# block 1

### Cells colored by class, block 1

(10 px per µm)
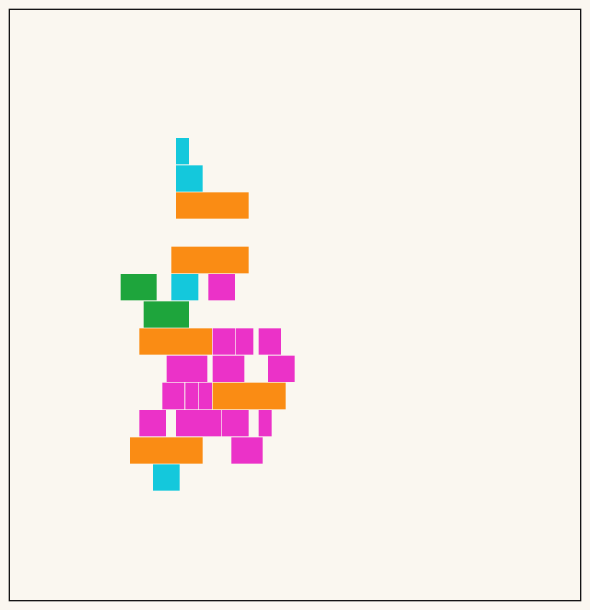

**config.mk**
```make
export PLATFORM = sky130hd
export DESIGN_NAME = rvld_core
export DESIGN_NICKNAME = d
export VERILOG_FILES = /design/src/rtl/rvld_pkg.sv /design/src/rtl/rvld_sync_chain.sv /design/src/rtl/rvld_core.sv
export SDC_FILE = /design/constraint.sdc
export NUM_CORES = 1
export LEC_CHECK = 0
export CAP_MARGIN = 20
export CORE_AREA = 10 10 47 49
export CTS_CLUSTER_DIAMETER = 100
export CTS_CLUSTER_SIZE = 10
export DETAILED_ROUTE_END_ITERATION = 12
export DIE_AREA = 0 0 57 59
export PLACE_DENSITY = 0.43
export SYNTH_ARGS = -nofsm -noshare
export SYNTH_HDL_FRONTEND = slang
export SYNTH_SLANG_ARGS = --single-unit
```
**constraint.sdc**
```tcl
create_clock -name clk -period 1.4 [get_ports clk]
set_input_delay 0.21 -clock clk [delete_from_list [all_inputs] [get_ports clk]]
set_output_delay 0.21 -clock clk [all_outputs]
set_load 0.005 [all_outputs]
```
**src/rtl/rvld_pkg.sv**
```systemverilog
// Shared constants and counter-width helper for the reset-release conditioner.
package rvld_pkg;

  localparam int RVLD_STAGES_DEF = 2;
  localparam int RVLD_HOLD_DEF   = 4;
  localparam int RVLD_STAGES_MIN = 2;
  localparam int RVLD_STAGES_MAX = 8;
  localparam int RVLD_HOLD_MIN   = 0;
  localparam int RVLD_HOLD_MAX   = 255;

  // Width needed to hold 0..hold, never narrower than one bit.
  function automatic int rvld_cnt_width(input int hold);
    int w;
    w = $clog2(hold + 1);
    return (w < 1) ? 1 : w;
  endfunction

endpackage

```
**src/rtl/rvld_sync_chain.sv**
```systemverilog
// STAGES-deep shift register with synchronous clear; exposes every stage.
module rvld_sync_chain
  import rvld_pkg::*;
#(
  parameter int STAGES = RVLD_STAGES_DEF
) (
  input  logic              clk,
  input  logic              clr,
  input  logic              d,
  output logic [STAGES-1:0] q_all
);

  logic [STAGES-1:0] sh_q;
  logic [STAGES-1:0] sh_d;

  always_comb begin
    sh_d = {sh_q[STAGES-2:0], d};
  end

  always_ff @(posedge clk) begin
    if (clr) sh_q <= '0;
    else     sh_q <= sh_d;
  end

  assign q_all = sh_q;

endmodule

```
**src/rtl/rvld_core.sv**
```systemverilog
// Reset conditioner: synchronous assert, release after STAGES high samples and HOLD edges.
// Optional RVLD_SCAN_BYPASS_EN lets scan_mode route rstb straight to rstb_o.
module rvld_core
  import rvld_pkg::*;
#(
  parameter int STAGES = RVLD_STAGES_DEF,
  parameter int HOLD   = RVLD_HOLD_DEF
) (
  output logic rstb_o,
  input  logic rstb,
  input  logic clk,
  input  logic scan_mode
);

  if (STAGES < RVLD_STAGES_MIN || STAGES > RVLD_STAGES_MAX) begin : g_bad_stages
    $error("rvld_core: STAGES out of range 2..8");
  end
  if (HOLD < RVLD_HOLD_MIN || HOLD > RVLD_HOLD_MAX) begin : g_bad_hold
    $error("rvld_core: HOLD out of range 0..255");
  end

  localparam int            CW     = rvld_cnt_width(HOLD);
  localparam logic [CW:0]   HOLD_W = (CW+1)'(HOLD);
  localparam logic [CW-1:0] HOLD_N = CW'(HOLD);

  logic [STAGES-1:0] sh;
  logic              sh_all_next;
  logic              unused_sh_msb;
  logic [CW:0]       cnt_inc;
  logic [CW-1:0]     cnt_q;
  logic [CW-1:0]     cnt_d;
  logic              o_q;
  logic              o_d;

  rvld_sync_chain #(.STAGES(STAGES)) u_sync_chain (
    .clk   (clk),
    .clr   (~rstb),
    .d     (1'b1),
    .q_all (sh)
  );

  // The shifted-in bit is always 1, so the next chain value is all ones
  // exactly when every stage but the top one is already high.
  assign sh_all_next   = &sh[STAGES-2:0];
  assign unused_sh_msb = sh[STAGES-1];

  always_comb begin
    cnt_inc = {1'b0, cnt_q} + (CW+1)'(1);
    cnt_d   = cnt_q;
    if (!o_q) begin
      cnt_d = (cnt_inc >= HOLD_W) ? HOLD_N : cnt_inc[CW-1:0];
    end
    o_d = o_q | (sh_all_next & ({1'b0, cnt_d} >= HOLD_W));
  end

  always_ff @(posedge clk) begin
    if (!rstb) begin
      cnt_q <= '0;
      o_q   <= 1'b0;
    end else begin
      cnt_q <= cnt_d;
      o_q   <= o_d;
    end
  end

`ifdef RVLD_SCAN_BYPASS_EN
  assign rstb_o = scan_mode ? rstb : o_q;
`else
  logic unused_scan_mode;
  assign unused_scan_mode = scan_mode;
  assign rstb_o = o_q;
`endif

endmodule

```
# block 2

==> config.mk <==
export PLATFORM = sky130hd
export DESIGN_NAME = morse_tx_param
export DESIGN_NICKNAME = d
export VERILOG_FILES = /design/src/rtl/morse_tx_param.sv
export SDC_FILE = /design/constraint.sdc
export NUM_CORES = 1
export LEC_CHECK = 0
export ABC_AREA = 1
export CORE_MARGIN = 10
export CORE_UTILIZATION = 35
export DETAILED_ROUTE_END_ITERATION = 8
export GPL_TIMING_DRIVEN = 0
export PLACE_DENSITY = 0.58
export SLEW_MARGIN = 15
export SYNTH_ARGS = -nofsm -noshare
export SYNTH_HDL_FRONTEND = slang
export SYNTH_SLANG_ARGS = --single-unit
==> constraint.sdc <==
create_clock -name CLOCK_50 -period 2.1 [get_ports CLOCK_50]
set_input_delay 0.21 -clock CLOCK_50 [delete_from_list [all_inputs] [get_ports CLOCK_50]]
set_output_delay 0.21 -clock CLOCK_50 [all_outputs]
set_load 0.005 [all_outputs]
==> src/rtl/morse_tx_param.sv <==
// Morse code keyer: latches one character (A-Z, 0-9) and keys it out as marks and spaces
// timed in whole units of UNIT_CYCLES clocks, followed by GAP_UNITS units of silence.
module morse_tx_param #(
  parameter int unsigned UNIT_CYCLES = 25000000,
  parameter int unsigned GAP_UNITS   = 3
) (
  input  logic       CLOCK_50,
  input  logic       reset,
  input  logic       start,
  input  logic       abort,
  input  logic       repeat_i,
  input  logic [5:0] char_code,
  output logic       morse_out,
  output logic       busy,
  output logic       done,
  output logic       err,
  output logic [2:0] sym_idx
);

  localparam int unsigned MaxUnits = (GAP_UNITS > 3) ? GAP_UNITS : 3;
  localparam int unsigned CycW     = $clog2(UNIT_CYCLES);
  localparam int unsigned UnitW    = $clog2(MaxUnits);

  typedef enum logic [1:0] {StIdle, StMark, StSpace, StGap} state_e;

  // {length, pattern}; pattern is left-aligned, dash = 1, first symbol in bit 4. len 0 = invalid.
  function automatic logic [7:0] morse_lut(input logic [5:0] c);
    case (c)
      6'd0:    morse_lut = {3'd2, 5'b01000};
      6'd1:    morse_lut = {3'd4, 5'b10000};
      6'd2:    morse_lut = {3'd4, 5'b10100};
      6'd3:    morse_lut = {3'd3, 5'b10000};
      6'd4:    morse_lut = {3'd1, 5'b00000};
      6'd5:    morse_lut = {3'd4, 5'b00100};
      6'd6:    morse_lut = {3'd3, 5'b11000};
      6'd7:    morse_lut = {3'd4, 5'b00000};
      6'd8:    morse_lut = {3'd2, 5'b00000};
      6'd9:    morse_lut = {3'd4, 5'b01110};
      6'd10:   morse_lut = {3'd3, 5'b10100};
      6'd11:   morse_lut = {3'd4, 5'b01000};
      6'd12:   morse_lut = {3'd2, 5'b11000};
      6'd13:   morse_lut = {3'd2, 5'b10000};
      6'd14:   morse_lut = {3'd3, 5'b11100};
      6'd15:   morse_lut = {3'd4, 5'b01100};
      6'd16:   morse_lut = {3'd4, 5'b11010};
      6'd17:   morse_lut = {3'd3, 5'b01000};
      6'd18:   morse_lut = {3'd3, 5'b00000};
      6'd19:   morse_lut = {3'd1, 5'b10000};
      6'd20:   morse_lut = {3'd3, 5'b00100};
      6'd21:   morse_lut = {3'd4, 5'b00010};
      6'd22:   morse_lut = {3'd3, 5'b01100};
      6'd23:   morse_lut = {3'd4, 5'b10010};
      6'd24:   morse_lut = {3'd4, 5'b10110};
      6'd25:   morse_lut = {3'd4, 5'b11000};
      6'd26:   morse_lut = {3'd5, 5'b11111};
      6'd27:   morse_lut = {3'd5, 5'b01111};
      6'd28:   morse_lut = {3'd5, 5'b00111};
      6'd29:   morse_lut = {3'd5, 5'b00011};
      6'd30:   morse_lut = {3'd5, 5'b00001};
      6'd31:   morse_lut = {3'd5, 5'b00000};
      6'd32:   morse_lut = {3'd5, 5'b10000};
      6'd33:   morse_lut = {3'd5, 5'b11000};
      6'd34:   morse_lut = {3'd5, 5'b11100};
      6'd35:   morse_lut = {3'd5, 5'b11110};
      default: morse_lut = 8'h00;
    endcase
  endfunction

  state_e           state_q, state_d;
  logic [CycW-1:0]  cyc_q, cyc_d;
  logic [UnitW-1:0] units_q, units_d;
  logic [2:0]       idx_q, idx_d;
  logic [4:0]       pat_q, pat_d;
  logic [2:0]       len_q, len_d;
  logic             done_q, done_d, err_q, err_d, morse_q, busy_q;

  logic [7:0] lut_v;
  logic       unit_end, state_end;

  assign lut_v     = morse_lut(char_code);
  assign unit_end  = (cyc_q == CycW'(UNIT_CYCLES - 1));
  // units_q counts remaining whole units minus one
  assign state_end = unit_end && (units_q == '0);

  always_comb begin
    state_d = state_q;
    cyc_d   = cyc_q;
    units_d = units_q;
    idx_d   = idx_q;
    pat_d   = pat_q;
    len_d   = len_q;
    done_d  = 1'b0;
    err_d   = 1'b0;
    if (state_q == StIdle) begin
      if (!abort && start) begin
        if (lut_v[7:5] != 3'd0) begin
          pat_d   = lut_v[4:0];
          len_d   = lut_v[7:5];
          idx_d   = 3'd0;
          state_d = StMark;
          cyc_d   = '0;
          units_d = lut_v[4] ? UnitW'(2) : '0;
        end else begin
          err_d = 1'b1;
        end
      end
    end else if (abort) begin
      state_d = StIdle;
      idx_d   = 3'd0;
      cyc_d   = '0;
      units_d = '0;
    end else if (!state_end) begin
      cyc_d = unit_end ? '0 : cyc_q + CycW'(1);
      if (unit_end) units_d = units_q - UnitW'(1);
    end else begin
      cyc_d = '0;
      case (state_q)
        StMark: begin
          if (idx_q == len_q - 3'd1) begin
            state_d = StGap;
            units_d = UnitW'(GAP_UNITS - 1);
          end else begin
            state_d = StSpace;
            units_d = '0;
          end
        end
        StSpace: begin
          state_d = StMark;
          idx_d   = idx_q + 3'd1;
          units_d = pat_q[3'd3 - idx_q] ? UnitW'(2) : '0;
        end
        default: begin
          if (repeat_i) begin
            state_d = StMark;
            idx_d   = 3'd0;
            units_d = pat_q[4] ? UnitW'(2) : '0;
          end else begin
            state_d = StIdle;
            idx_d   = 3'd0;
            units_d = '0;
            done_d  = 1'b1;
          end
        end
      endcase
    end
  end

  always_ff @(posedge CLOCK_50) begin
    if (reset) begin
      state_q <= StIdle;
      cyc_q   <= '0;
      units_q <= '0;
      idx_q   <= 3'd0;
      pat_q   <= 5'd0;
      len_q   <= 3'd0;
      done_q  <= 1'b0;
      err_q   <= 1'b0;
      morse_q <= 1'b0;
      busy_q  <= 1'b0;
    end else begin
      state_q <= state_d;
      cyc_q   <= cyc_d;
      units_q <= units_d;
      idx_q   <= idx_d;
      pat_q   <= pat_d;
      len_q   <= len_d;
      done_q  <= done_d;
      err_q   <= err_d;
      morse_q <= (state_d == StMark);
      busy_q  <= (state_d != StIdle);
    end
  end

  assign morse_out = morse_q;
  assign busy      = busy_q;
  assign done      = done_q;
  assign err       = err_q;
  assign sym_idx   = idx_q;

endmodule

### M2 wires, block 1

(4 px per µm)
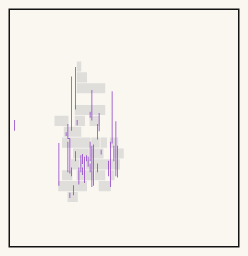
- wire length on this layer: 190 µm
- nets with wire on the layer: 26
- main direction: vertical
GRT met2 Usage: 3.88%
WL final: 393 µm
total number of vias: 173

About 'Cells colored by class' of block 1:
- magenta: remaining logic cells (cells 15; share of their area 41%)
- cyan: clock drivers and dummy loads (cells 4; share of their area 10%)
- orange: registers (cells 5; share of their area 40%)
- green: remaining buffers and delay cells (cells 2; share of their area 8.8%)
post-route cell area: 277 µm²
core outline area: 1400 µm²
fraction of area in registers: 36.7%
num rows: 14

==> impl_metrics.yaml, block 1 <==
# physical design summary
timing:
  holdWs_ps: 500
  fin_ws_ps: 130
  setup_viol: 0
worst_setup_path:
  cp.buffers_inverters: 0
  ff2ff_setup_slack_ps: 130
  cpPeakStageDelay_ps: 330
  path_cells: "ha_1 > xor2_1 > or3_1 > a21boi_1"
cells_and_area:
  buffers_excl_clock: 2
  seqCellArea_um2: 101
placement:
  dp.cells: 38
power:
  pwr-share-comb_pct: 27.1
outcome:
  outcome: "finished, final reports clean"
clocking:
  path_clk_slew_ps: 40
yosys:
  postSynthAreaPerCell_um2: 10.3
  xor_share_pct: 4.24
flow_run:
  warnings: 27
### I/O pins on the die edge, block 2

(3 px per µm) Pins as bars across the die edge, other pins in gray.
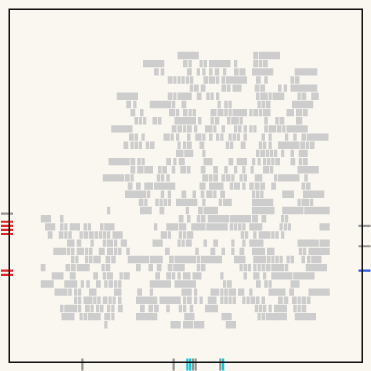
- red: char_code (pins 6; direction input; edge west)
- cyan: sym_idx (pins 3; direction output; edge south)
- blue: done (pins 1; direction output; edge east)
IO Port Bufs: 16
DIE WIDTH: 117 µm
Vert. Die Dim: 117 µm

### The metal 3 layer, block 2

(4 px per µm)
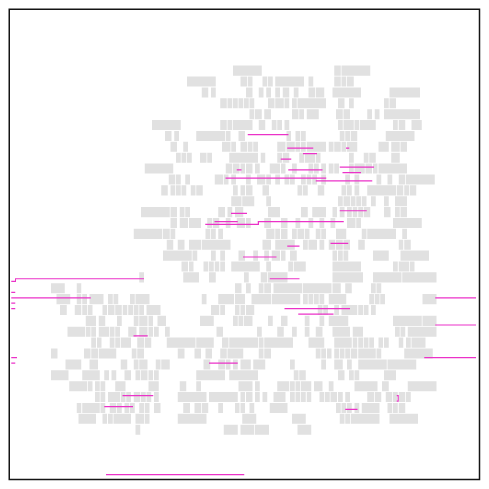
- nets with wire on the layer: 30
- longest straight run: 34.3 µm
- wire length on this layer: 332 µm
met3 Use GR: 2.45%
total number of vias: 3469
WL final: 9340 µm

==> impl_metrics.yaml, block 2 <==
# physical design summary
cells_and_area:
  buffer_area_share_pct: 7.07
  layout.area.comb_um2: 2120
  final_nets: 591
  registers.top_by_ff_count: "cyc_q"
  reg_top3: "cyc_q x25, pat_q x5"
  drive_gt1_share_pct: 9.52
placement:
  placed_area_um2: 3600
  dp_slack_ps: -582
clocking:
  cts_resized: 9
  root_buffer: "clkbuf_8"
  cts_made_buffers: 5
  clock_latency_ps: 310
timing:
  fin_ws_ps: 166
  fin_tns_setup_ps: 0
  slew_headroom_pct: 65.2
yosys:
  common_cells: "146 x nand2_1, 78 x nor2_1, 64 x inv_1"
  ys_top_logic_family: "simple AND/OR/NAND/NOR gates"
  synth_area_leader_cell: "dfxtp_1"
  synth.distinct_cells: 40
floorplanning:
  core_region_area_um2: 9200
  ios: 18
detailed_routing:
  dr_wl_met2_um: 4050
outcome:
  outcome: "finished, final reports clean"
worst_setup_path:
  cp-end-kind: "flop"
min_path:
  hold_depth: 2
global_route:
  first_global_vias: 3257
  busiest_layer: "met2"
  grt_use_met2_pct: 22.1
flow_run:
  warnings: 34

# block 3

===== config.mk =====
export PLATFORM = sky130hd
export DESIGN_NAME = seq_lock_fsm
export DESIGN_NICKNAME = d
export VERILOG_FILES = /design/src/rtl/seq_lock_fsm.sv
export SDC_FILE = /design/constraint.sdc
export NUM_CORES = 1
export LEC_CHECK = 0
export CORE_MARGIN = 2
export CORE_UTILIZATION = 31
export CTS_CLUSTER_SIZE = 10
export DETAILED_ROUTE_END_ITERATION = 8
export PLACE_DENSITY_LB_ADDON = 0.15
export SLEW_MARGIN = 20
export SYNTH_ARGS = -nofsm -noshare
export SYNTH_HDL_FRONTEND = slang
export SYNTH_SLANG_ARGS = --single-unit

===== constraint.sdc =====
create_clock -name CLK -period 2.7 [get_ports CLK]
set_clock_uncertainty 0.15 [all_clocks]
set_input_delay 0.27 -clock CLK [delete_from_list [all_inputs] [get_ports CLK]]
set_output_delay 0.27 -clock CLK [all_outputs]
set_load 0.1 [all_outputs]

===== src/rtl/seq_lock_fsm.sv =====
// Switch-code lock: synchronises and edge-detects the switches, checks presses against CODE,
// and adds an idle timeout in PROG, a failure counter and a timed lockout.
module seq_lock_fsm #(
    parameter int unsigned NUM_SW      = 5,
    parameter int unsigned SEQ_LEN     = 4,
    parameter logic [31:0] CODE        = 32'h0000_02D1,
    parameter int unsigned TIMEOUT_CYC = 50_000_000,
    parameter int unsigned MAX_FAILS   = 3,
    parameter int unsigned LOCK_CYC    = 250_000_000
) (
    input  logic              CLK,
    input  logic              KEY0,
    input  logic [NUM_SW-1:0] SW,
    output logic [2:0]        STATE,
    output logic [3:0]        PROG_IDX,
    output logic [3:0]        FAIL_CNT,
    output logic [1:0]        Z,
    output logic [31:0]       MSG,
    output logic [NUM_SW+1:0] LED_SW
);
    // state | meaning
    // CLEAR | idle, waiting for the first code entry
    // PROG  | PROG_IDX entries matched, idle timer running
    // OPEN  | full code matched, only SW0 clears it
    // ERR   | last entry was wrong, FAIL_CNT below MAX_FAILS
    // LOCK  | MAX_FAILS reached, switches ignored for LOCK_CYC cycles

    localparam int unsigned    IDX_W    = $clog2(NUM_SW);
    localparam int unsigned    TO_W     = $clog2(TIMEOUT_CYC) + 1;
    localparam int unsigned    LK_W     = $clog2(LOCK_CYC) + 1;
    localparam logic [TO_W-1:0] TO_LAST  = TO_W'(TIMEOUT_CYC - 1);
    localparam logic [LK_W-1:0] LK_LAST  = LK_W'(LOCK_CYC - 1);
    localparam logic [3:0]      IDX_LAST = 4'(SEQ_LEN - 1);
    localparam logic [3:0]      FAIL_MAX = 4'(MAX_FAILS);

    typedef enum logic [2:0] {
        S_CLEAR = 3'd0,
        S_PROG  = 3'd1,
        S_OPEN  = 3'd2,
        S_ERR   = 3'd3,
        S_LOCK  = 3'd4
    } state_t;

    typedef enum logic [1:0] {EV_NONE, EV_CLR, EV_WRONG, EV_RIGHT} ev_t;

    logic [1:0]        rst_sync;
    logic              rst_n;
    logic [NUM_SW-1:0] sync1, sync2, prev, press;
    logic [3:0]        hits;
    logic [IDX_W-1:0]  hit_idx, code_now;
    ev_t               ev;

    state_t            state, state_nx;
    logic [3:0]        prog_idx, idx_nx, fail_cnt, fail_nx, fail_inc;
    logic [TO_W-1:0]   idle_cnt, idle_nx;
    logic [LK_W-1:0]   lock_cnt, lock_nx;

    // Reset asserts immediately but releases on a clock edge.
    always_ff @(posedge CLK or negedge KEY0) begin
        if (!KEY0) rst_sync <= 2'b00;
        else       rst_sync <= {rst_sync[0], 1'b1};
    end
    assign rst_n = rst_sync[1];

    always_ff @(posedge CLK or negedge rst_n) begin
        if (!rst_n) begin
            sync1 <= '0;
            sync2 <= '0;
            prev  <= '0;
        end else begin
            sync1 <= SW;
            sync2 <= sync1;
            prev  <= sync2;
        end
    end
    assign press = sync2 & ~prev;

    always_comb begin
        hits    = '0;
        hit_idx = '0;
        for (int i = 1; i < NUM_SW; i++) begin
            if (press[i]) begin
                hits    = hits + 4'd1;
                hit_idx = IDX_W'(i);
            end
        end
        code_now = CODE[prog_idx*IDX_W +: IDX_W];
        ev = EV_NONE;
        if (press[0])          ev = EV_CLR;
        else if (hits > 4'd1)  ev = EV_WRONG;
        else if (hits == 4'd1) ev = (hit_idx == code_now) ? EV_RIGHT : EV_WRONG;
    end

    always_ff @(posedge CLK or negedge rst_n) begin
        if (!rst_n) begin
            state    <= S_CLEAR;
            prog_idx <= '0;
            fail_cnt <= '0;
            idle_cnt <= '0;
            lock_cnt <= '0;
        end else begin
            state    <= state_nx;
            prog_idx <= idx_nx;
            fail_cnt <= fail_nx;
            idle_cnt <= idle_nx;
            lock_cnt <= lock_nx;
        end
    end

    always_comb begin
        state_nx = state;
        idx_nx   = prog_idx;
        fail_nx  = fail_cnt;
        idle_nx  = '0;
        lock_nx  = '0;
        fail_inc = (fail_cnt == FAIL_MAX) ? fail_cnt : fail_cnt + 4'd1;
        case (state)
            S_CLEAR, S_PROG, S_ERR: begin
                case (ev)
                    EV_CLR: begin
                        state_nx = S_CLEAR;
                        idx_nx   = '0;
                    end
                    EV_WRONG: begin
                        idx_nx   = '0;
                        fail_nx  = fail_inc;
                        state_nx = (fail_inc == FAIL_MAX) ? S_LOCK : S_ERR;
                    end
                    EV_RIGHT: begin
                        if (prog_idx == IDX_LAST) begin
                            state_nx = S_OPEN;
                            idx_nx   = '0;
                            fail_nx  = '0;
                        end else begin
                            state_nx = S_PROG;
                            idx_nx   = prog_idx + 4'd1;
                        end
                    end
                    default: begin
                        if (state == S_PROG) begin
                            if (idle_cnt == TO_LAST) begin
                                state_nx = S_CLEAR;
                                idx_nx   = '0;
                            end else begin
                                idle_nx = idle_cnt + TO_W'(1);
                            end
                        end
                    end
                endcase
            end
            S_OPEN: begin
                if (ev == EV_CLR) state_nx = S_CLEAR;
            end
            S_LOCK: begin
                if (lock_cnt == LK_LAST) begin
                    state_nx = S_CLEAR;
                    fail_nx  = '0;
                end else begin
                    lock_nx = lock_cnt + LK_W'(1);
                end
            end
            default: begin
                state_nx = S_CLEAR;
                idx_nx   = '0;
                fail_nx  = '0;
            end
        endcase
    end

    always_comb begin
        Z   = 2'b00;
        MSG = "Clar";
        case (state)
            S_PROG: MSG = {"S_0", 8'h30 + {4'h0, prog_idx}};
            S_OPEN: begin
                Z   = 2'b01;
                MSG = "OPEn";
            end
            S_ERR: begin
                Z   = 2'b10;
                MSG = {"Err", 8'h30 + {4'h0, fail_cnt}};
            end
            S_LOCK: begin
                Z   = 2'b11;
                MSG = "LOCd";
            end
            default: begin
                Z   = 2'b00;
                MSG = "Clar";
            end
        endcase
    end

    assign STATE    = state;
    assign PROG_IDX = prog_idx;
    assign FAIL_CNT = fail_cnt;
    assign LED_SW   = {Z, sync2};
endmodule

# block 4

<file path="src/rtl/pc_stack_reg.sv">
// ---------------------------------------------------------------------------
// pc_stack_reg
//   Program-counter register for the fetch stage. The PC can hold, load,
//   increment by STEP, clear, or take a PC-relative jump. CALL and RET use
//   an internal LIFO return-address stack. The block also reports stack
//   status and two sticky error flags to the sequencer.
//
// Parameters
//   N      register / address width (>= 2)
//   STEP   increment amount, also the return-address offset pushed on CALL
//   DEPTH  return-stack entries (power of two, >= 2)
//
// Ports
//   clk    rising-edge clock
//   clr    asynchronous active-low reset
//   ctrl   operation select, sampled every rising edge:
//            000 HOLD   001 LOAD  010 INCR  011 CLEAR
//            100 REL    101 CALL  110 RET   111 FLUSH
//   in     load value / call target / signed relative offset
//   out    current PC (registered)
//   tos    top-of-stack entry, 0 when the stack is empty
//   count  number of valid stack entries
//   empty  count == 0
//   full   count == DEPTH
//   ovf    sticky: CALL attempted while full
//   unf    sticky: RET attempted while empty
//
// Handshake: none. ctrl and in are plain level inputs that must be stable
// around the rising edge. Every operation completes on that edge.
// ---------------------------------------------------------------------------
module pc_stack_reg #(
    parameter  int N     = 8,
    parameter  int STEP  = 1,
    parameter  int DEPTH = 4,
    localparam int CW    = $clog2(DEPTH + 1)
) (
    input  logic          clk,
    input  logic          clr,
    input  logic [2:0]    ctrl,
    input  logic [N-1:0]  in,
    output logic [N-1:0]  out,
    output logic [N-1:0]  tos,
    output logic [CW-1:0] count,
    output logic          empty,
    output logic          full,
    output logic          ovf,
    output logic          unf
);

    localparam int PW = $clog2(DEPTH);

    localparam logic [2:0] OP_HOLD  = 3'b000;
    localparam logic [2:0] OP_LOAD  = 3'b001;
    localparam logic [2:0] OP_INCR  = 3'b010;
    localparam logic [2:0] OP_CLEAR = 3'b011;
    localparam logic [2:0] OP_REL   = 3'b100;
    localparam logic [2:0] OP_CALL  = 3'b101;
    localparam logic [2:0] OP_RET   = 3'b110;
    localparam logic [2:0] OP_FLUSH = 3'b111;

    localparam logic [N-1:0]  STEP_N  = N'(STEP);
    localparam logic [CW-1:0] DEPTH_C = CW'(DEPTH);
    localparam logic [CW-1:0] ONE_C   = CW'(1);

    logic [N-1:0]  out_q,   out_d;
    logic [CW-1:0] count_q, count_d;
    logic          ovf_q,   ovf_d;
    logic          unf_q,   unf_d;
    logic [N-1:0]  stack_q [DEPTH];

    logic          push_en;
    logic [N-1:0]  push_val;
    logic [PW-1:0] wr_idx;
    logic [PW-1:0] rd_idx;
    logic          is_empty;
    logic          is_full;

    assign is_empty = (count_q == '0);
    assign is_full  = (count_q == DEPTH_C);

    // The next free slot is indexed by count. The top entry sits one below
    // it. When the stack is full or empty the index wraps, but those cases
    // never write, and tos is masked, so the wrapped value is harmless.
    assign wr_idx = count_q[PW-1:0];
    assign rd_idx = PW'(count_q - ONE_C);

    always_comb begin
        out_d    = out_q;
        count_d  = count_q;
        ovf_d    = ovf_q;
        unf_d    = unf_q;
        push_en  = 1'b0;
        push_val = out_q + STEP_N;
        case (ctrl)
            OP_HOLD:  ;
            OP_LOAD:  out_d = in;
            OP_INCR:  out_d = out_q + STEP_N;
            OP_CLEAR: out_d = '0;
            // Two's-complement add: the N-bit sum wraps the same way for
            // negative offsets as for positive ones.
            OP_REL:   out_d = out_q + in;
            OP_CALL: begin
                if (is_full) begin
                    ovf_d = 1'b1;
                end else begin
                    push_en = 1'b1;
                    out_d   = in;
                    count_d = count_q + ONE_C;
                end
            end
            OP_RET: begin
                if (is_empty) begin
                    unf_d = 1'b1;
                end else begin
                    out_d   = stack_q[rd_idx];
                    count_d = count_q - ONE_C;
                end
            end
            OP_FLUSH: begin
                count_d = '0;
                ovf_d   = 1'b0;
                unf_d   = 1'b0;
            end
            default: ;
        endcase
    end

    always_ff @(posedge clk or negedge clr) begin
        if (!clr) begin
            out_q   <= '0;
            count_q <= '0;
            ovf_q   <= 1'b0;
            unf_q   <= 1'b0;
            for (int i = 0; i < DEPTH; i++) begin
                stack_q[i] <= '0;
            end
        end else begin
            out_q   <= out_d;
            count_q <= count_d;
            ovf_q   <= ovf_d;
            unf_q   <= unf_d;
            if (push_en) begin
                stack_q[wr_idx] <= push_val;
            end
        end
    end

    assign out   = out_q;
    assign count = count_q;
    assign empty = is_empty;
    assign full  = is_full;
    assign ovf   = ovf_q;
    assign unf   = unf_q;
    assign tos   = is_empty ? '0 : stack_q[rd_idx];

endmodule

</file>
<file path="config.mk">
export PLATFORM = sky130hd
export DESIGN_NAME = pc_stack_reg
export DESIGN_NICKNAME = d
export VERILOG_FILES = /design/src/rtl/pc_stack_reg.sv
export SDC_FILE = /design/constraint.sdc
export NUM_CORES = 1
export LEC_CHECK = 0
export CAP_MARGIN = 20
export CORE_MARGIN = 2
export CORE_UTILIZATION = 45
export DETAILED_ROUTE_END_ITERATION = 10
export GPL_ROUTABILITY_DRIVEN = 0
export MAX_ROUTING_LAYER = met4
export PLACE_DENSITY_LB_ADDON = 0.05
export RECOVER_POWER = 25
export SYNTH_ARGS = -nofsm -noshare
export SYNTH_HDL_FRONTEND = slang
export SYNTH_SLANG_ARGS = --single-unit
</file>
<file path="constraint.sdc">
create_clock -name clk -period 4.3 [get_ports clk]
set_input_delay 0.86 -clock clk [delete_from_list [all_inputs] [get_ports clk]]
set_output_delay 0.86 -clock clk [all_outputs]
set_load 0.005 [all_outputs]
</file>
# block 5

$ cat src/rtl/glb_read_dma_if.sv
// Bundle of the command, GLB read-port and output-stream signals of glb_read_dma.
// master = the DMA itself; slave = the surrounding system (command source, GLB, consumer).
interface glb_read_dma_if #(
    parameter int ADDR_WIDTH = 32,
    parameter int LEN_WIDTH  = 16
);
    logic                  start;
    logic [ADDR_WIDTH-1:0] base_addr;
    logic [LEN_WIDTH-1:0]  byte_len;
    logic                  busy;
    logic                  done;
    logic [3:0]            glb_re;
    logic [ADDR_WIDTH-1:0] glb_r_addr;
    logic [31:0]           glb_dout;
    logic                  out_valid;
    logic                  out_ready;
    logic [31:0]           out_data;
    logic [3:0]            out_keep;
    logic                  out_last;

    modport master (
        input  start, base_addr, byte_len, glb_dout, out_ready,
        output busy, done, glb_re, glb_r_addr, out_valid, out_data, out_keep, out_last
    );

    modport slave (
        output start, base_addr, byte_len, glb_dout, out_ready,
        input  busy, done, glb_re, glb_r_addr, out_valid, out_data, out_keep, out_last
    );
endinterface

$ cat src/rtl/glb_read_dma.sv
// Streams a byte range out of the GLB as a valid/ready stream with keep/last.
// Reads are only issued when the FIFO is guaranteed a free slot for the returning word.
module glb_read_dma #(
    parameter int ADDR_WIDTH = 32,
    parameter int LEN_WIDTH  = 16,
    parameter int FIFO_DEPTH = 4
) (
    input  logic           clk,
    input  logic           rst_n,
    glb_read_dma_if.master bus
);
    localparam int PTR_W = $clog2(FIFO_DEPTH);
    localparam int CNT_W = PTR_W + 1;
    localparam logic [CNT_W-1:0] DEPTH_C = CNT_W'(FIFO_DEPTH);

    typedef enum logic [1:0] {IDLE, RUN, DRAIN} state_e;

    state_e                state_q, state_d;
    logic [ADDR_WIDTH-1:0] addr_q, addr_d;
    logic [LEN_WIDTH-1:0]  rem_q, rem_d;
    logic [3:0]            glb_re_q, glb_re_d;
    logic [ADDR_WIDTH-1:0] glb_r_addr_q, glb_r_addr_d;
    logic                  re_last_q, re_last_d;
    logic                  cap_vld_q;
    logic [3:0]            cap_keep_q;
    logic                  cap_last_q;
    logic                  done_q, done_d;

    logic [31:0]           mem_data_q [FIFO_DEPTH];
    logic [3:0]            mem_keep_q [FIFO_DEPTH];
    logic                  mem_last_q [FIFO_DEPTH];
    logic [PTR_W-1:0]      wr_ptr_q, rd_ptr_q;
    logic [CNT_W-1:0]      count_q;

    logic                  push, pop, out_valid_w, out_last_w;
    logic [1:0]            pend;
    logic [CNT_W:0]        occ;
    logic                  iss, iss_last;
    logic [ADDR_WIDTH-1:0] iss_addr;
    logic [LEN_WIDTH-1:0]  iss_rem;

    function automatic logic [3:0] re_pattern(input logic [LEN_WIDTH-1:0] r);
        if (r >= LEN_WIDTH'(4)) return 4'b1111;
        case (r[1:0])
            2'd3:    return 4'b0111;
            2'd2:    return 4'b0011;
            default: return 4'b0001;
        endcase
    endfunction

    // Reads in flight count as occupied; a same-cycle pop is deliberately not credited.
    assign pend = {1'b0, |glb_re_q} + {1'b0, cap_vld_q};
    assign occ  = {1'b0, count_q} + {{(CNT_W-1){1'b0}}, pend};

    assign push        = cap_vld_q;
    assign out_valid_w = (count_q != '0);
    assign out_last_w  = out_valid_w & mem_last_q[rd_ptr_q];
    assign pop         = out_valid_w & bus.out_ready;

    always_comb begin
        state_d  = state_q;
        done_d   = 1'b0;
        iss      = 1'b0;
        iss_addr = addr_q;
        iss_rem  = rem_q;
        case (state_q)
            IDLE: begin
                if (bus.start) begin
                    if (bus.byte_len == '0) begin
                        done_d = 1'b1;
                    end else begin
                        iss      = 1'b1;
                        iss_addr = bus.base_addr;
                        iss_rem  = bus.byte_len;
                    end
                end
            end
            RUN:   iss = (rem_q != '0) && (occ < {1'b0, DEPTH_C});
            DRAIN: begin
                if (pop && out_last_w) begin
                    state_d = IDLE;
                    done_d  = 1'b1;
                end
            end
            default: state_d = IDLE;
        endcase

        iss_last = (iss_rem <= LEN_WIDTH'(4));
        if (iss) state_d = iss_last ? DRAIN : RUN;

        addr_d       = iss ? iss_addr + ADDR_WIDTH'(4) : addr_q;
        rem_d        = iss ? (iss_last ? '0 : iss_rem - LEN_WIDTH'(4)) : rem_q;
        glb_re_d     = iss ? re_pattern(iss_rem) : 4'b0000;
        glb_r_addr_d = iss ? iss_addr : glb_r_addr_q;
        re_last_d    = iss & iss_last;
    end

    always_ff @(posedge clk or negedge rst_n) begin
        if (!rst_n) begin
            state_q      <= IDLE;
            glb_re_q     <= '0;
            glb_r_addr_q <= '0;
            re_last_q    <= 1'b0;
            cap_vld_q    <= 1'b0;
            cap_keep_q   <= '0;
            cap_last_q   <= 1'b0;
            done_q       <= 1'b0;
            wr_ptr_q     <= '0;
            rd_ptr_q     <= '0;
            count_q      <= '0;
        end else begin
            state_q      <= state_d;
            glb_re_q     <= glb_re_d;
            glb_r_addr_q <= glb_r_addr_d;
            re_last_q    <= re_last_d;
            // GLB returns data one cycle after the read; this stage marks that cycle.
            cap_vld_q    <= |glb_re_q;
            cap_keep_q   <= glb_re_q;
            cap_last_q   <= re_last_q;
            done_q       <= done_d;
            if (push) wr_ptr_q <= wr_ptr_q + 1'b1;
            if (pop)  rd_ptr_q <= rd_ptr_q + 1'b1;
            case ({push, pop})
                2'b10:   count_q <= count_q + 1'b1;
                2'b01:   count_q <= count_q - 1'b1;
                default: count_q <= count_q;
            endcase
        end
    end

    always_ff @(posedge clk) begin
        addr_q <= addr_d;
        rem_q  <= rem_d;
        if (push) begin
            mem_data_q[wr_ptr_q] <= bus.glb_dout;
            mem_keep_q[wr_ptr_q] <= cap_keep_q;
            mem_last_q[wr_ptr_q] <= cap_last_q;
        end
    end

    assert property (@(posedge clk) disable iff (!rst_n) !(push && !pop && count_q == DEPTH_C));

    assign bus.busy       = (state_q != IDLE);
    assign bus.done       = done_q;
    assign bus.glb_re     = glb_re_q;
    assign bus.glb_r_addr = glb_r_addr_q;
    assign bus.out_valid  = out_valid_w;
    assign bus.out_data   = out_valid_w ? mem_data_q[rd_ptr_q] : '0;
    assign bus.out_keep   = out_valid_w ? mem_keep_q[rd_ptr_q] : '0;
    assign bus.out_last   = out_last_w;
endmodule

$ cat src/flat_wrapper.sv
// flat-port wrapper written by rule: the top's interface ports become plain ports
module glb_read_dma_flat 
#(
    parameter int ADDR_WIDTH = 32,
    parameter int LEN_WIDTH  = 16,
    parameter int FIFO_DEPTH = 4
)
  (clk, rst_n, bus_start, bus_base_addr, bus_byte_len, bus_glb_dout, bus_out_ready, bus_busy, bus_done, bus_glb_re, bus_glb_r_addr, bus_out_valid, bus_out_data, bus_out_keep, bus_out_last);
  glb_read_dma_if #(.ADDR_WIDTH(ADDR_WIDTH), .LEN_WIDTH(LEN_WIDTH)) bus_i ();
  input  logic clk;
  input  logic rst_n;
  input wire logic [$bits(bus_i.start)-1:0] bus_start;
  input wire logic [$bits(bus_i.base_addr)-1:0] bus_base_addr;
  input wire logic [$bits(bus_i.byte_len)-1:0] bus_byte_len;
  input wire logic [$bits(bus_i.glb_dout)-1:0] bus_glb_dout;
  input wire logic [$bits(bus_i.out_ready)-1:0] bus_out_ready;
  output wire logic [$bits(bus_i.busy)-1:0] bus_busy;
  output wire logic [$bits(bus_i.done)-1:0] bus_done;
  output wire logic [$bits(bus_i.glb_re)-1:0] bus_glb_re;
  output wire logic [$bits(bus_i.glb_r_addr)-1:0] bus_glb_r_addr;
  output wire logic [$bits(bus_i.out_valid)-1:0] bus_out_valid;
  output wire logic [$bits(bus_i.out_data)-1:0] bus_out_data;
  output wire logic [$bits(bus_i.out_keep)-1:0] bus_out_keep;
  output wire logic [$bits(bus_i.out_last)-1:0] bus_out_last;
  assign bus_i.start = bus_start;
  assign bus_i.base_addr = bus_base_addr;
  assign bus_i.byte_len = bus_byte_len;
  assign bus_i.glb_dout = bus_glb_dout;
  assign bus_i.out_ready = bus_out_ready;
  assign bus_busy = bus_i.busy;
  assign bus_done = bus_i.done;
  assign bus_glb_re = bus_i.glb_re;
  assign bus_glb_r_addr = bus_i.glb_r_addr;
  assign bus_out_valid = bus_i.out_valid;
  assign bus_out_data = bus_i.out_data;
  assign bus_out_keep = bus_i.out_keep;
  assign bus_out_last = bus_i.out_last;
  glb_read_dma #(.ADDR_WIDTH(ADDR_WIDTH), .LEN_WIDTH(LEN_WIDTH), .FIFO_DEPTH(FIFO_DEPTH)) u_core (.clk(clk), .rst_n(rst_n), .bus(bus_i));
endmodule
$ cat config.mk
export PLATFORM = sky130hd
export DESIGN_NAME = glb_read_dma_flat
export DESIGN_NICKNAME = d
export VERILOG_FILES = /design/src/rtl/glb_read_dma_if.sv /design/src/rtl/glb_read_dma.sv /design/src/flat_wrapper.sv
export SDC_FILE = /design/constraint.sdc
export NUM_CORES = 1
export LEC_CHECK = 0
export CORE_ASPECT_RATIO = 0.8
export CORE_MARGIN = 2
export CORE_UTILIZATION = 50
export CTS_BUF_LIST = sky130_fd_sc_hd__clkbuf_8
export DETAILED_ROUTE_END_ITERATION = 8
export GPL_TIMING_DRIVEN = 0
export PLACE_DENSITY = 0.77
export SYNTH_ARGS = -nofsm -noshare
export SYNTH_HDL_FRONTEND = slang
export SYNTH_SLANG_ARGS = --single-unit
$ cat constraint.sdc
create_clock -name clk -period 3.3 [get_ports clk]
set_input_delay 0.66 -clock clk [delete_from_list [all_inputs] [get_ports clk]]
set_output_delay 0.66 -clock clk [all_outputs]
set_load 0.01 [all_outputs]
# block 6

--- src/rtl/snake_food_placer.sv ---
// snake_food_placer: sequences the random-coordinate LFSR, folds each sample
// into the play grid, checks it against the snake body and reports the
// chosen food cell (or a failure) to the game FSM and renderer.
// Optional feature: define SNAKE_FOOD_PLACER_LINEAR_FALLBACK_EN to add a
// linear raster scan of the grid after MAX_TRIES random candidates all hit.

module snake_food_placer #(
  parameter int unsigned GRID_W    = 40,
  parameter int unsigned GRID_H    = 30,
  parameter int unsigned X_W       = 6,
  parameter int unsigned Y_W       = 5,
  parameter int unsigned MAX_TRIES = 16
) (
  input  logic           clk1,
  input  logic           rst_n,
  input  logic           place_req,
  input  logic [9:0]     rnd_x,
  input  logic [9:0]     rnd_y,
  output logic           lfsr_step,
  output logic           occ_req,
  output logic [X_W-1:0] occ_x,
  output logic [Y_W-1:0] occ_y,
  input  logic           occ_ack,
  input  logic           occ_hit,
  output logic [X_W-1:0] food_x,
  output logic [Y_W-1:0] food_y,
  output logic           food_valid,
  output logic           place_fail,
  output logic           busy
);

  localparam int unsigned TRY_W = 8;

  typedef enum logic [2:0] {
    S_IDLE   = 3'd0,
    S_STEP   = 3'd1,
    S_SAMPLE = 3'd2,
    S_QUERY  = 3'd3,
    S_DONE   = 3'd4
`ifdef SNAKE_FOOD_PLACER_LINEAR_FALLBACK_EN
    ,
    S_SCAN   = 3'd5
`endif
  } state_t;

  state_t           state_q, state_d;
  logic [TRY_W-1:0] tries_q, tries_d;
  logic             lfsr_step_q, lfsr_step_d;
  logic             occ_req_q, occ_req_d;
  logic [X_W-1:0]   occ_x_q, occ_x_d;
  logic [Y_W-1:0]   occ_y_q, occ_y_d;
  logic [X_W-1:0]   food_x_q, food_x_d;
  logic [Y_W-1:0]   food_y_q, food_y_d;
  logic             food_valid_q, food_valid_d;
  logic             place_fail_q, place_fail_d;
  logic             busy_q, busy_d;
  logic             more_tries;

  // Only the low coordinate bits of the LFSR words are meaningful here.
  logic unused_rnd;
  assign unused_rnd = &{1'b0, rnd_x[9:X_W], rnd_y[9:Y_W]};

  // Single conditional subtract folds a raw coordinate into [0, GRID_W).
  function automatic logic [X_W-1:0] fold_x(input logic [X_W-1:0] v);
    logic [X_W:0] wide;
    wide = {1'b0, v};
    if (wide >= (X_W+1)'(GRID_W)) begin
      fold_x = X_W'(wide - (X_W+1)'(GRID_W));
    end else begin
      fold_x = v;
    end
  endfunction

  // Single conditional subtract folds a raw coordinate into [0, GRID_H).
  function automatic logic [Y_W-1:0] fold_y(input logic [Y_W-1:0] v);
    logic [Y_W:0] wide;
    wide = {1'b0, v};
    if (wide >= (Y_W+1)'(GRID_H)) begin
      fold_y = Y_W'(wide - (Y_W+1)'(GRID_H));
    end else begin
      fold_y = v;
    end
  endfunction

  // True while the random-retry budget is not yet used up after this hit.
  assign more_tries = ({1'b0, tries_q} + 9'd1) < 9'(MAX_TRIES);

`ifdef SNAKE_FOOD_PLACER_LINEAR_FALLBACK_EN
  localparam int unsigned CELLS  = GRID_W * GRID_H;
  localparam int unsigned SCAN_W = $clog2(CELLS + 1);

  logic [X_W-1:0]    adv_x;
  logic [Y_W-1:0]    adv_y;
  logic [SCAN_W-1:0] scan_cnt_q, scan_cnt_d;

  // Next cell in raster order from the current query, wrapping at the edges.
  always_comb begin
    adv_x = occ_x_q + X_W'(1);
    adv_y = occ_y_q;
    if (occ_x_q == X_W'(GRID_W - 1)) begin
      adv_x = '0;
      if (occ_y_q == Y_W'(GRID_H - 1)) begin
        adv_y = '0;
      end else begin
        adv_y = occ_y_q + Y_W'(1);
      end
    end
  end
`endif

  // Next-state and registered-output computation.
  always_comb begin
    state_d      = state_q;
    tries_d      = tries_q;
    lfsr_step_d  = 1'b0;
    occ_req_d    = occ_req_q;
    occ_x_d      = occ_x_q;
    occ_y_d      = occ_y_q;
    food_x_d     = food_x_q;
    food_y_d     = food_y_q;
    food_valid_d = 1'b0;
    place_fail_d = 1'b0;
`ifdef SNAKE_FOOD_PLACER_LINEAR_FALLBACK_EN
    scan_cnt_d   = scan_cnt_q;
`endif

    case (state_q)
      S_IDLE: begin
        if (place_req) begin
          tries_d     = '0;
          lfsr_step_d = 1'b1;
          state_d     = S_STEP;
        end
      end

      S_STEP: begin
        state_d = S_SAMPLE;
      end

      S_SAMPLE: begin
        occ_x_d   = fold_x(rnd_x[X_W-1:0]);
        occ_y_d   = fold_y(rnd_y[Y_W-1:0]);
        occ_req_d = 1'b1;
        state_d   = S_QUERY;
      end

      S_QUERY: begin
        if (occ_ack) begin
          occ_req_d = 1'b0;
          if (!occ_hit) begin
            food_x_d     = occ_x_q;
            food_y_d     = occ_y_q;
            food_valid_d = 1'b1;
            state_d      = S_DONE;
          end else begin
            tries_d = tries_q + TRY_W'(1);
            if (more_tries) begin
              lfsr_step_d = 1'b1;
              state_d     = S_STEP;
            end else begin
`ifdef SNAKE_FOOD_PLACER_LINEAR_FALLBACK_EN
              occ_x_d    = adv_x;
              occ_y_d    = adv_y;
              scan_cnt_d = SCAN_W'(1);
              state_d    = S_SCAN;
`else
              place_fail_d = 1'b1;
              state_d      = S_DONE;
`endif
            end
          end
        end
      end

`ifdef SNAKE_FOOD_PLACER_LINEAR_FALLBACK_EN
      // occ_req idles low for one cycle between scan queries.
      S_SCAN: begin
        if (!occ_req_q) begin
          occ_req_d = 1'b1;
        end else if (occ_ack) begin
          occ_req_d = 1'b0;
          if (!occ_hit) begin
            food_x_d     = occ_x_q;
            food_y_d     = occ_y_q;
            food_valid_d = 1'b1;
            state_d      = S_DONE;
          end else if (scan_cnt_q == SCAN_W'(CELLS)) begin
            place_fail_d = 1'b1;
            state_d      = S_DONE;
          end else begin
            occ_x_d    = adv_x;
            occ_y_d    = adv_y;
            scan_cnt_d = scan_cnt_q + SCAN_W'(1);
          end
        end
      end
`endif

      S_DONE: begin
        state_d = S_IDLE;
      end

      default: begin
        state_d   = S_IDLE;
        occ_req_d = 1'b0;
      end
    endcase

    busy_d = (state_d != S_IDLE);
  end

  // State and output registers with asynchronous active-low reset.
  always_ff @(posedge clk1 or negedge rst_n) begin
    if (!rst_n) begin
      state_q      <= S_IDLE;
      tries_q      <= '0;
      lfsr_step_q  <= 1'b0;
      occ_req_q    <= 1'b0;
      occ_x_q      <= '0;
      occ_y_q      <= '0;
      food_x_q     <= '0;
      food_y_q     <= '0;
      food_valid_q <= 1'b0;
      place_fail_q <= 1'b0;
      busy_q       <= 1'b0;
`ifdef SNAKE_FOOD_PLACER_LINEAR_FALLBACK_EN
      scan_cnt_q   <= '0;
`endif
    end else begin
      state_q      <= state_d;
      tries_q      <= tries_d;
      lfsr_step_q  <= lfsr_step_d;
      occ_req_q    <= occ_req_d;
      occ_x_q      <= occ_x_d;
      occ_y_q      <= occ_y_d;
      food_x_q     <= food_x_d;
      food_y_q     <= food_y_d;
      food_valid_q <= food_valid_d;
      place_fail_q <= place_fail_d;
      busy_q       <= busy_d;
`ifdef SNAKE_FOOD_PLACER_LINEAR_FALLBACK_EN
      scan_cnt_q   <= scan_cnt_d;
`endif
    end
  end

  assign lfsr_step  = lfsr_step_q;
  assign occ_req    = occ_req_q;
  assign occ_x      = occ_x_q;
  assign occ_y      = occ_y_q;
  assign food_x     = food_x_q;
  assign food_y     = food_y_q;
  assign food_valid = food_valid_q;
  assign place_fail = place_fail_q;
  assign busy       = busy_q;

endmodule

--- config.mk ---
export PLATFORM = sky130hd
export DESIGN_NAME = snake_food_placer
export DESIGN_NICKNAME = d
export VERILOG_FILES = /design/src/rtl/snake_food_placer.sv
export SDC_FILE = /design/constraint.sdc
export NUM_CORES = 1
export LEC_CHECK = 0
export ABC_AREA = 1
export CORE_MARGIN = 3
export CORE_UTILIZATION = 44
export CTS_BUF_LIST = sky130_fd_sc_hd__clkbuf_8
export CTS_CLUSTER_DIAMETER = 30
export DETAILED_ROUTE_END_ITERATION = 8
export PLACE_DENSITY = 0.74
export SYNTH_ARGS = -nofsm -noshare
export SYNTH_HDL_FRONTEND = slang
export SYNTH_SLANG_ARGS = --single-unit
export TNS_END_PERCENT = 5
--- constraint.sdc ---
create_clock -name clk1 -period 1.4 [get_ports clk1]
set_input_delay 0.14 -clock clk1 [delete_from_list [all_inputs] [get_ports clk1]]
set_output_delay 0.14 -clock clk1 [all_outputs]
set_load 0.01 [all_outputs]
### I/O pins on the die edge, block 5

(2 px per µm) Pins as bars across the die edge, other pins in gray.
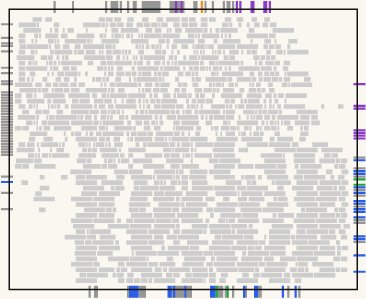
- orange: bus_busy (pins 1; direction output; edge north)
- blue: bus_out_data (pins 32; direction output; edge 17 south, 14 east, 1 west)
- purple: bus_byte_len (pins 16; direction input; edge 9 north, 7 east)
- green: bus_out_keep (pins 4; direction output; edge 2 south, 2 east)
- all pins by edge: 46 south, 45 north, 37 west, 32 east
DIE WIDTH: 173 µm
Vert. Die Dim: 139 µm

### M4 wires, block 5

(2 px per µm) Supply wires on this layer in gray.
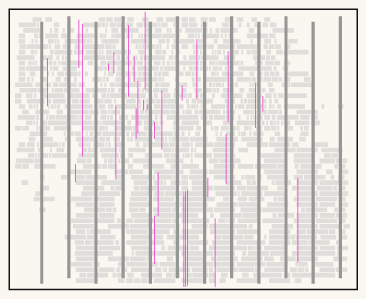
- share of all routed wire: 2.7%
- wire length on this layer: 746 µm
- nets with wire on the layer: 26
WL final: 27700 µm
total number of vias: 7887

==> impl_metrics.yaml, block 5 <==
# physical design summary
outcome:
  outcome: "finished, final reports clean"
power:
  power.internal_w: 0.00946
  vdd_ir_drop_max_mv: 0.520
worst_setup_path:
  cpPeakStageDelay_ps: 360
  cp.buffers_inverters: 5
  cp-end-kind: "flop"
  cp.depth: 16
  reg2reg_from: "u_core.bus.glb_re[1]$_DFF_PN0_"
timing:
  fin_tns_setup_ps: 0
  setup_viol: 0
  finalClockPeriodUsage_pct: 98.9
  finalClockSkew_ps: 25.8
cells_and_area:
  fin_area_um2: 14800
  stdcell_count: 1390
  comb_area_share_pct: 28.6
  final_cell_mix: "196 x edfxtp_1, 144 x clkdlybuf4s50_1, 74 x nand2_1"
  layout.area.comb_um2: 4220
  drive_gt1_share_pct: 18.1
global_route:
  busiest_layer: "met2"
clocking:
  path_clk_slew_ps: 70
  cts_max_path_buffers: 3
  clock_latency_ps: 540
placement:
  port_buffers: 159
yosys:
  synth_area_um2: 11500
  edf_count: 196
floorplanning:
  fp_util_pct: 50.9
  ios: 160
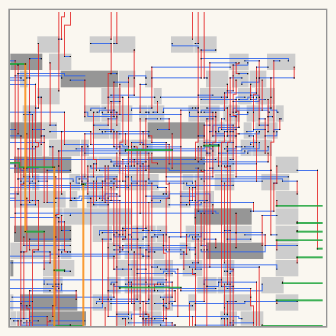
*Layout detail, block 4*
Window x 33 to 83, y 33 to 83 µm. Cells in gray, sequential cells in the stronger gray; small squares are vias.
- orange: M4
- red: M2
- green: M3
- blue: M1
- sequential cells in the window: 11
- most frequent: clkdlybuf4s50_1 (17)
- netlist names of flops here include: out (5), stack_q (5)
- cells with their middle in the window: 134

### Cells colored by class, block 4

(6 px per µm)
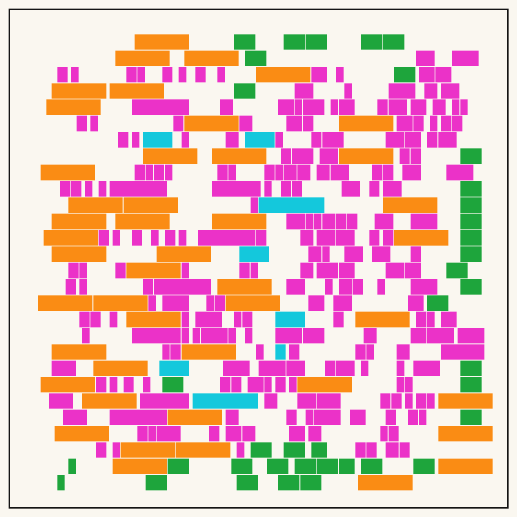
- magenta: remaining logic cells (cells 232; share of their area 49%)
- cyan: clock drivers and dummy loads (cells 8; share of their area 4.2%)
- green: remaining buffers and delay cells (cells 38; share of their area 11%)
- orange: registers (cells 45; share of their area 35%)
fraction of area in registers: 34.1%
num rows: 28

==> impl_metrics.yaml, block 4 <==
# physical design summary
outcome:
  violations: "max-capacitance violations, max-slew violations"
  outcome: "finished, violations left"
timing:
  drv_slew: 34
yosys:
  ys_sh_adder_pct: 6.98
  ff_type: "dfrtp_1"
  ys_top_logic_family: "AND-OR/OR-AND gates"
clocking:
  clock_latency_ps: 300
min_path:
  hold_depth: 2
  holdPathEnd: "stack_q[7]$_DFFE_PN0P_"
flow_run:
  drv_cap: 1
detailed_routing:
  drt-met1-wl_um: 3300
global_route:
  grt_max_degree: 46
cells_and_area:
  seqCellArea_um2: 1130
  design.seq.count: 45
worst_setup_path:
  path_class: "reg -> out"
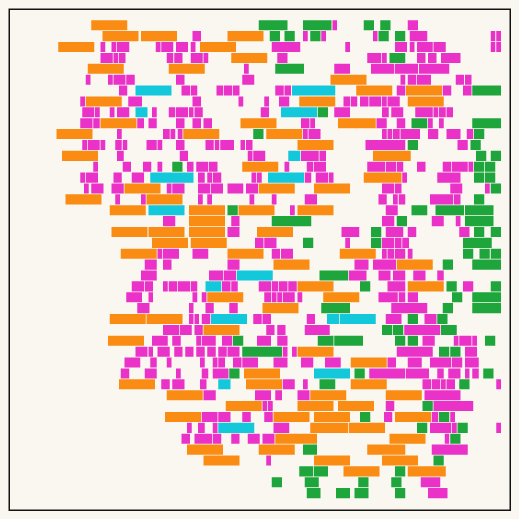
*Cells colored by class, block 3*
(4 px per µm)
- magenta: remaining logic cells (cells 377; share of their area 45%)
- cyan: clock drivers and dummy loads (cells 16; share of their area 5.4%)
- orange: registers (cells 84; share of their area 34%)
- green: remaining buffers and delay cells (cells 93; share of their area 16%)
num rows: 44
fin util: 44.2%
fraction of area in registers: 33.1%

==> impl_metrics.yaml, block 3 <==
# physical design summary
yosys:
  async_reset_ff_share_pct: 100
  ff_type: "dfrtp_1"
  ys_sh_adder_pct: 3.32
  synth.distinct_cells: 56
worst_setup_path:
  reg2reg_from: "prev[1]$_DFF_PN0_"
  start_kind: "flop"
  path_class: "reg -> reg"
  path_cells: "nor2b_4 > inv_2 > ha_4 > xnor2_4 > ha_4 > nor4b_2 > a31oi_1 > o21ai_1 > a21o_1 > buf_6 > a21o_1 > ha_4 > nand2_4 > a31o_4 > buf_12 > buf_16 > nor2_2"
  ff2ff_path_depth: 17
  cp.buffers_inverters: 4
floorplanning:
  tap_cells: 184
  die_area_um2: 15600
timing:
  finalClockPeriodUsage_pct: 120
  fin_crit_ps: 3250
  fin_ws_ps: -553
  setup_viol: 38
  max_freq_mhz: 307
placement:
  dp_slack_ps: -581
global_route:
  grt_use_met2_pct: 23.9
  use_met3_pct: 3.14
detailed_routing:
  route.met3.wl_um: 358
cells_and_area:
  reg_top3: "lock_cnt x29, idle_cnt x27"
  largest_reg_flops: 29
outcome:
  violations: "negative setup slack"
  outcome: "finished, violations left"
power:
  sequentialPower_w: 0.00150
  vdd_ir_drop_max_mv: 0.755
clocking:
  cts_sinks: 84
  path_clk_slew_ps: 70
### I/O pins on the die edge, block 6

(6 px per µm) Pins as bars across the die edge, other pins in gray.
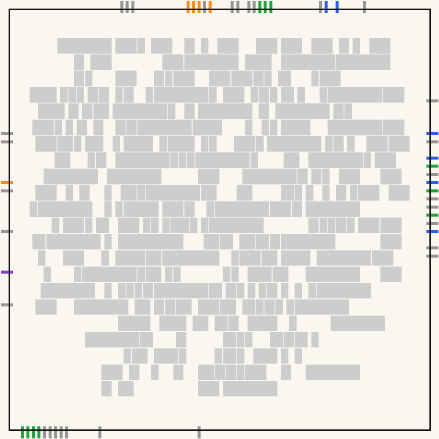
- purple: place_req (pins 1; direction input; edge west)
- blue: occ_x (pins 6; direction output; edge 4 east, 2 north)
- orange: occ_y (pins 5; direction output; edge 4 north, 1 west)
- green: rnd_x (pins 10; direction input; edge 4 south, 3 east, 3 north)
- all pins by edge: 19 north, 15 east, 11 south, 7 west
Vert. Die Dim: 69.9 µm
DIE WIDTH: 69.9 µm
IO Port Bufs: 42

==> impl_metrics.yaml, block 6 <==
# physical design summary
outcome:
  outcome: "finished, violations left"
  violations: "negative setup slack"
cells_and_area:
  drive_gt1_share_pct: 19.1
  area_delta_synth_final_pct: 41.9
  layout.cells.most_common: "nand2_1"
global_route:
  use_met3_pct: 4.60
  grt_max_degree: 39
  grt_overflow: 0
  antenna_found_initial: 0
  first_global_vias: 1519
yosys:
  ys_sh_adder_pct: 2.09
  ys_top_logic_family: "simple AND/OR/NAND/NOR gates"
  async_reset_ff_share_pct: 100
  synth.distinct_cells: 27
  ys_cells: 213
flow_run:
  warnings: 37
timing:
  rsz0062_at_grt: "yes"
  fin_ws_ps: -45.4
  setup_viol: 2
floorplanning:
  core_region_area_um2: 3800
worst_setup_path:
  cp_data_required_time_ps: 1570
  path_cells: "ha_2 > nand3_2 > nand2_1 > nand2_1 > nand2_2 > nor2_4 > nand3_2 > nand3_2 > nand2_2 > clkinv_1 > nand2_1"
  timing.rr.end: "busy$_DFF_PN0_"
  crit_start: "tries_q[0]$_DFFE_PN0P_"
clocking:
  cts_hold_buf: 1
detailed_routing:
  dr.first_iter.drc_count: 74
placement:
  dp.cells: 318
power:
  power.share.clock_pct: 20.1

==> layout pictures side by side <==
The clock network.
Plate I
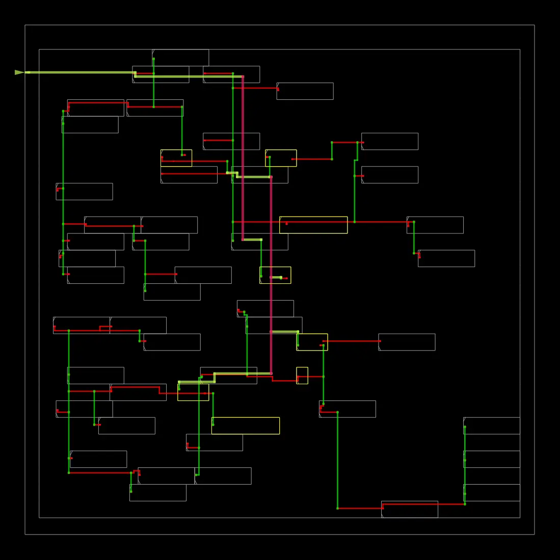
Plate II
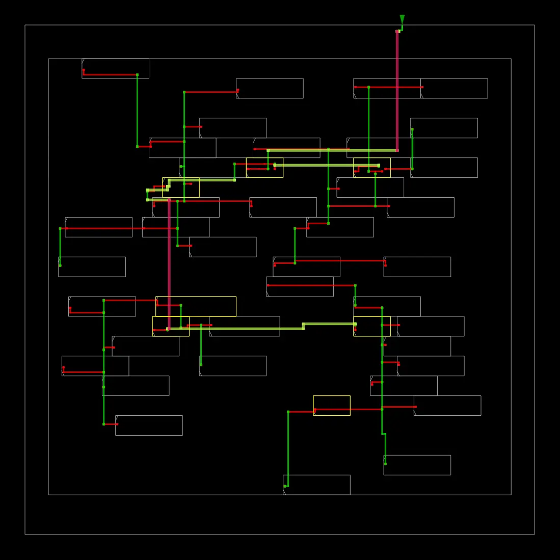
Plate III
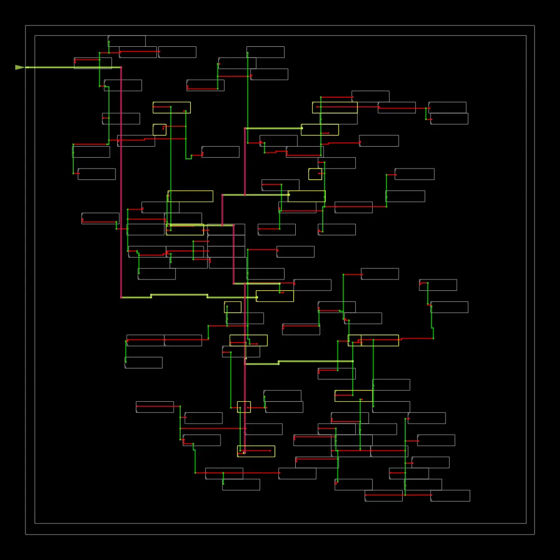
Plate IV
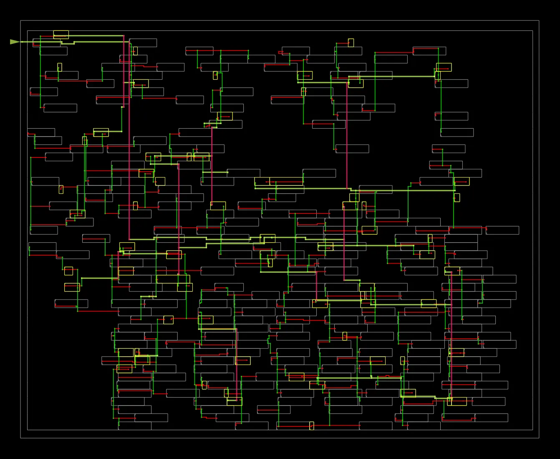
Plate I -> block 4
Plate IV -> block 5
Plate III -> block 3
Plate II -> block 6
- most clock buffers: Plate IV
- most sequential cells: Plate IV



==> screenshots <==
The metal 3 layer.
shot_01.png
(4 px per µm)
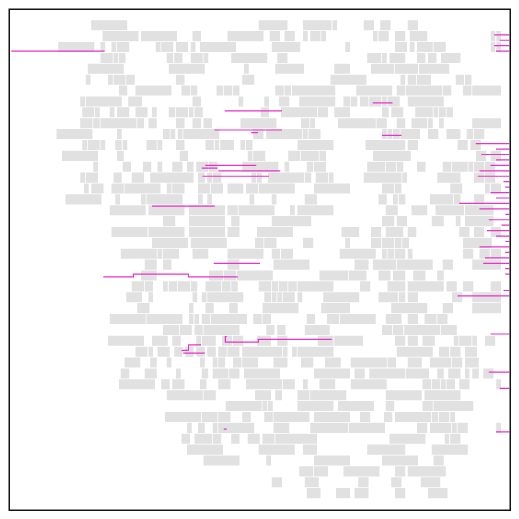
shot_02.png
(3 px per µm)
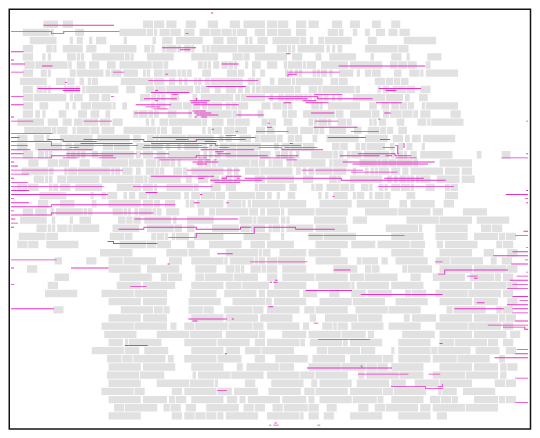
shot_03.png
(6 px per µm)
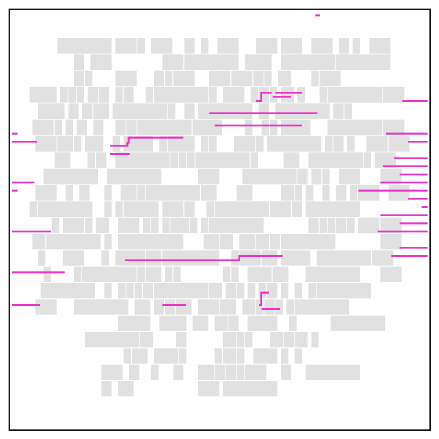
shot_04.png
(6 px per µm)
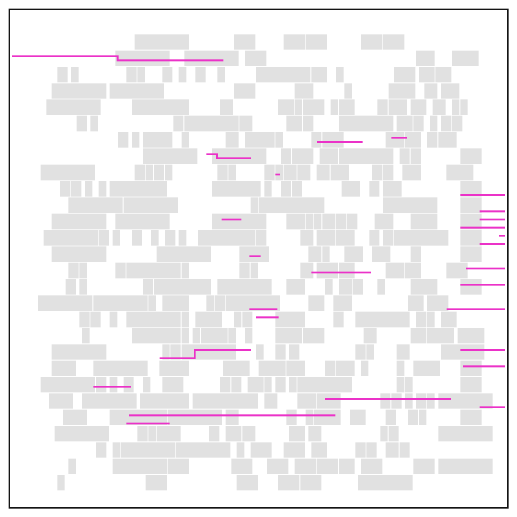
| picture | from |
|---|---|
| shot_04.png | block 4 |
| shot_03.png | block 6 |
| shot_01.png | block 3 |
| shot_02.png | block 5 |


==> screenshots <==
Layout detail.
image #1
Window x 69 to 119, y 69 to 119 µm. Cells in gray, sequential cells in the stronger gray; small squares are vias.
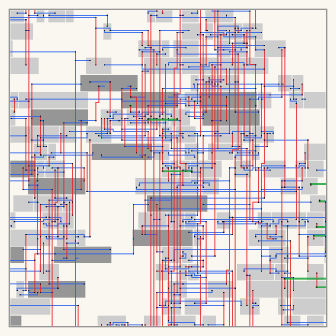
image #2
Window x 63 to 113, y 63 to 113 µm. Cells in gray, sequential cells in the stronger gray; small squares are vias.
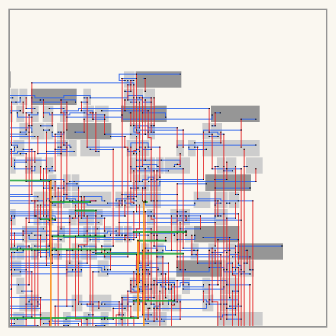
image #3
Window x 105 to 155, y 80 to 130 µm. Cells in gray, sequential cells in the stronger gray; small squares are vias.
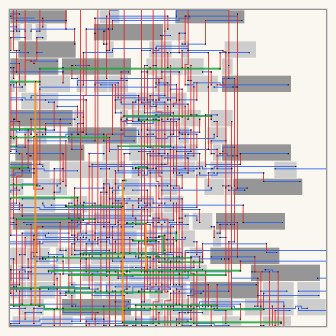
block 2 -> image #2
block 3 -> image #1
block 5 -> image #3

Key to image #3:
- orange: M4
- red: M2
- green: M3
- blue: M1
- netlist names of flops here include: u_core.rem_q (11), u_core.addr_q (3), u_core.bus.glb_r_addr (3)
- cells with their middle in the window: 151
- sequential cells in the window: 18
- most frequent: nor2_1 (23), edfxtp_1 (15), buf_4 (10)

Power and IR drop assume default switching activity.
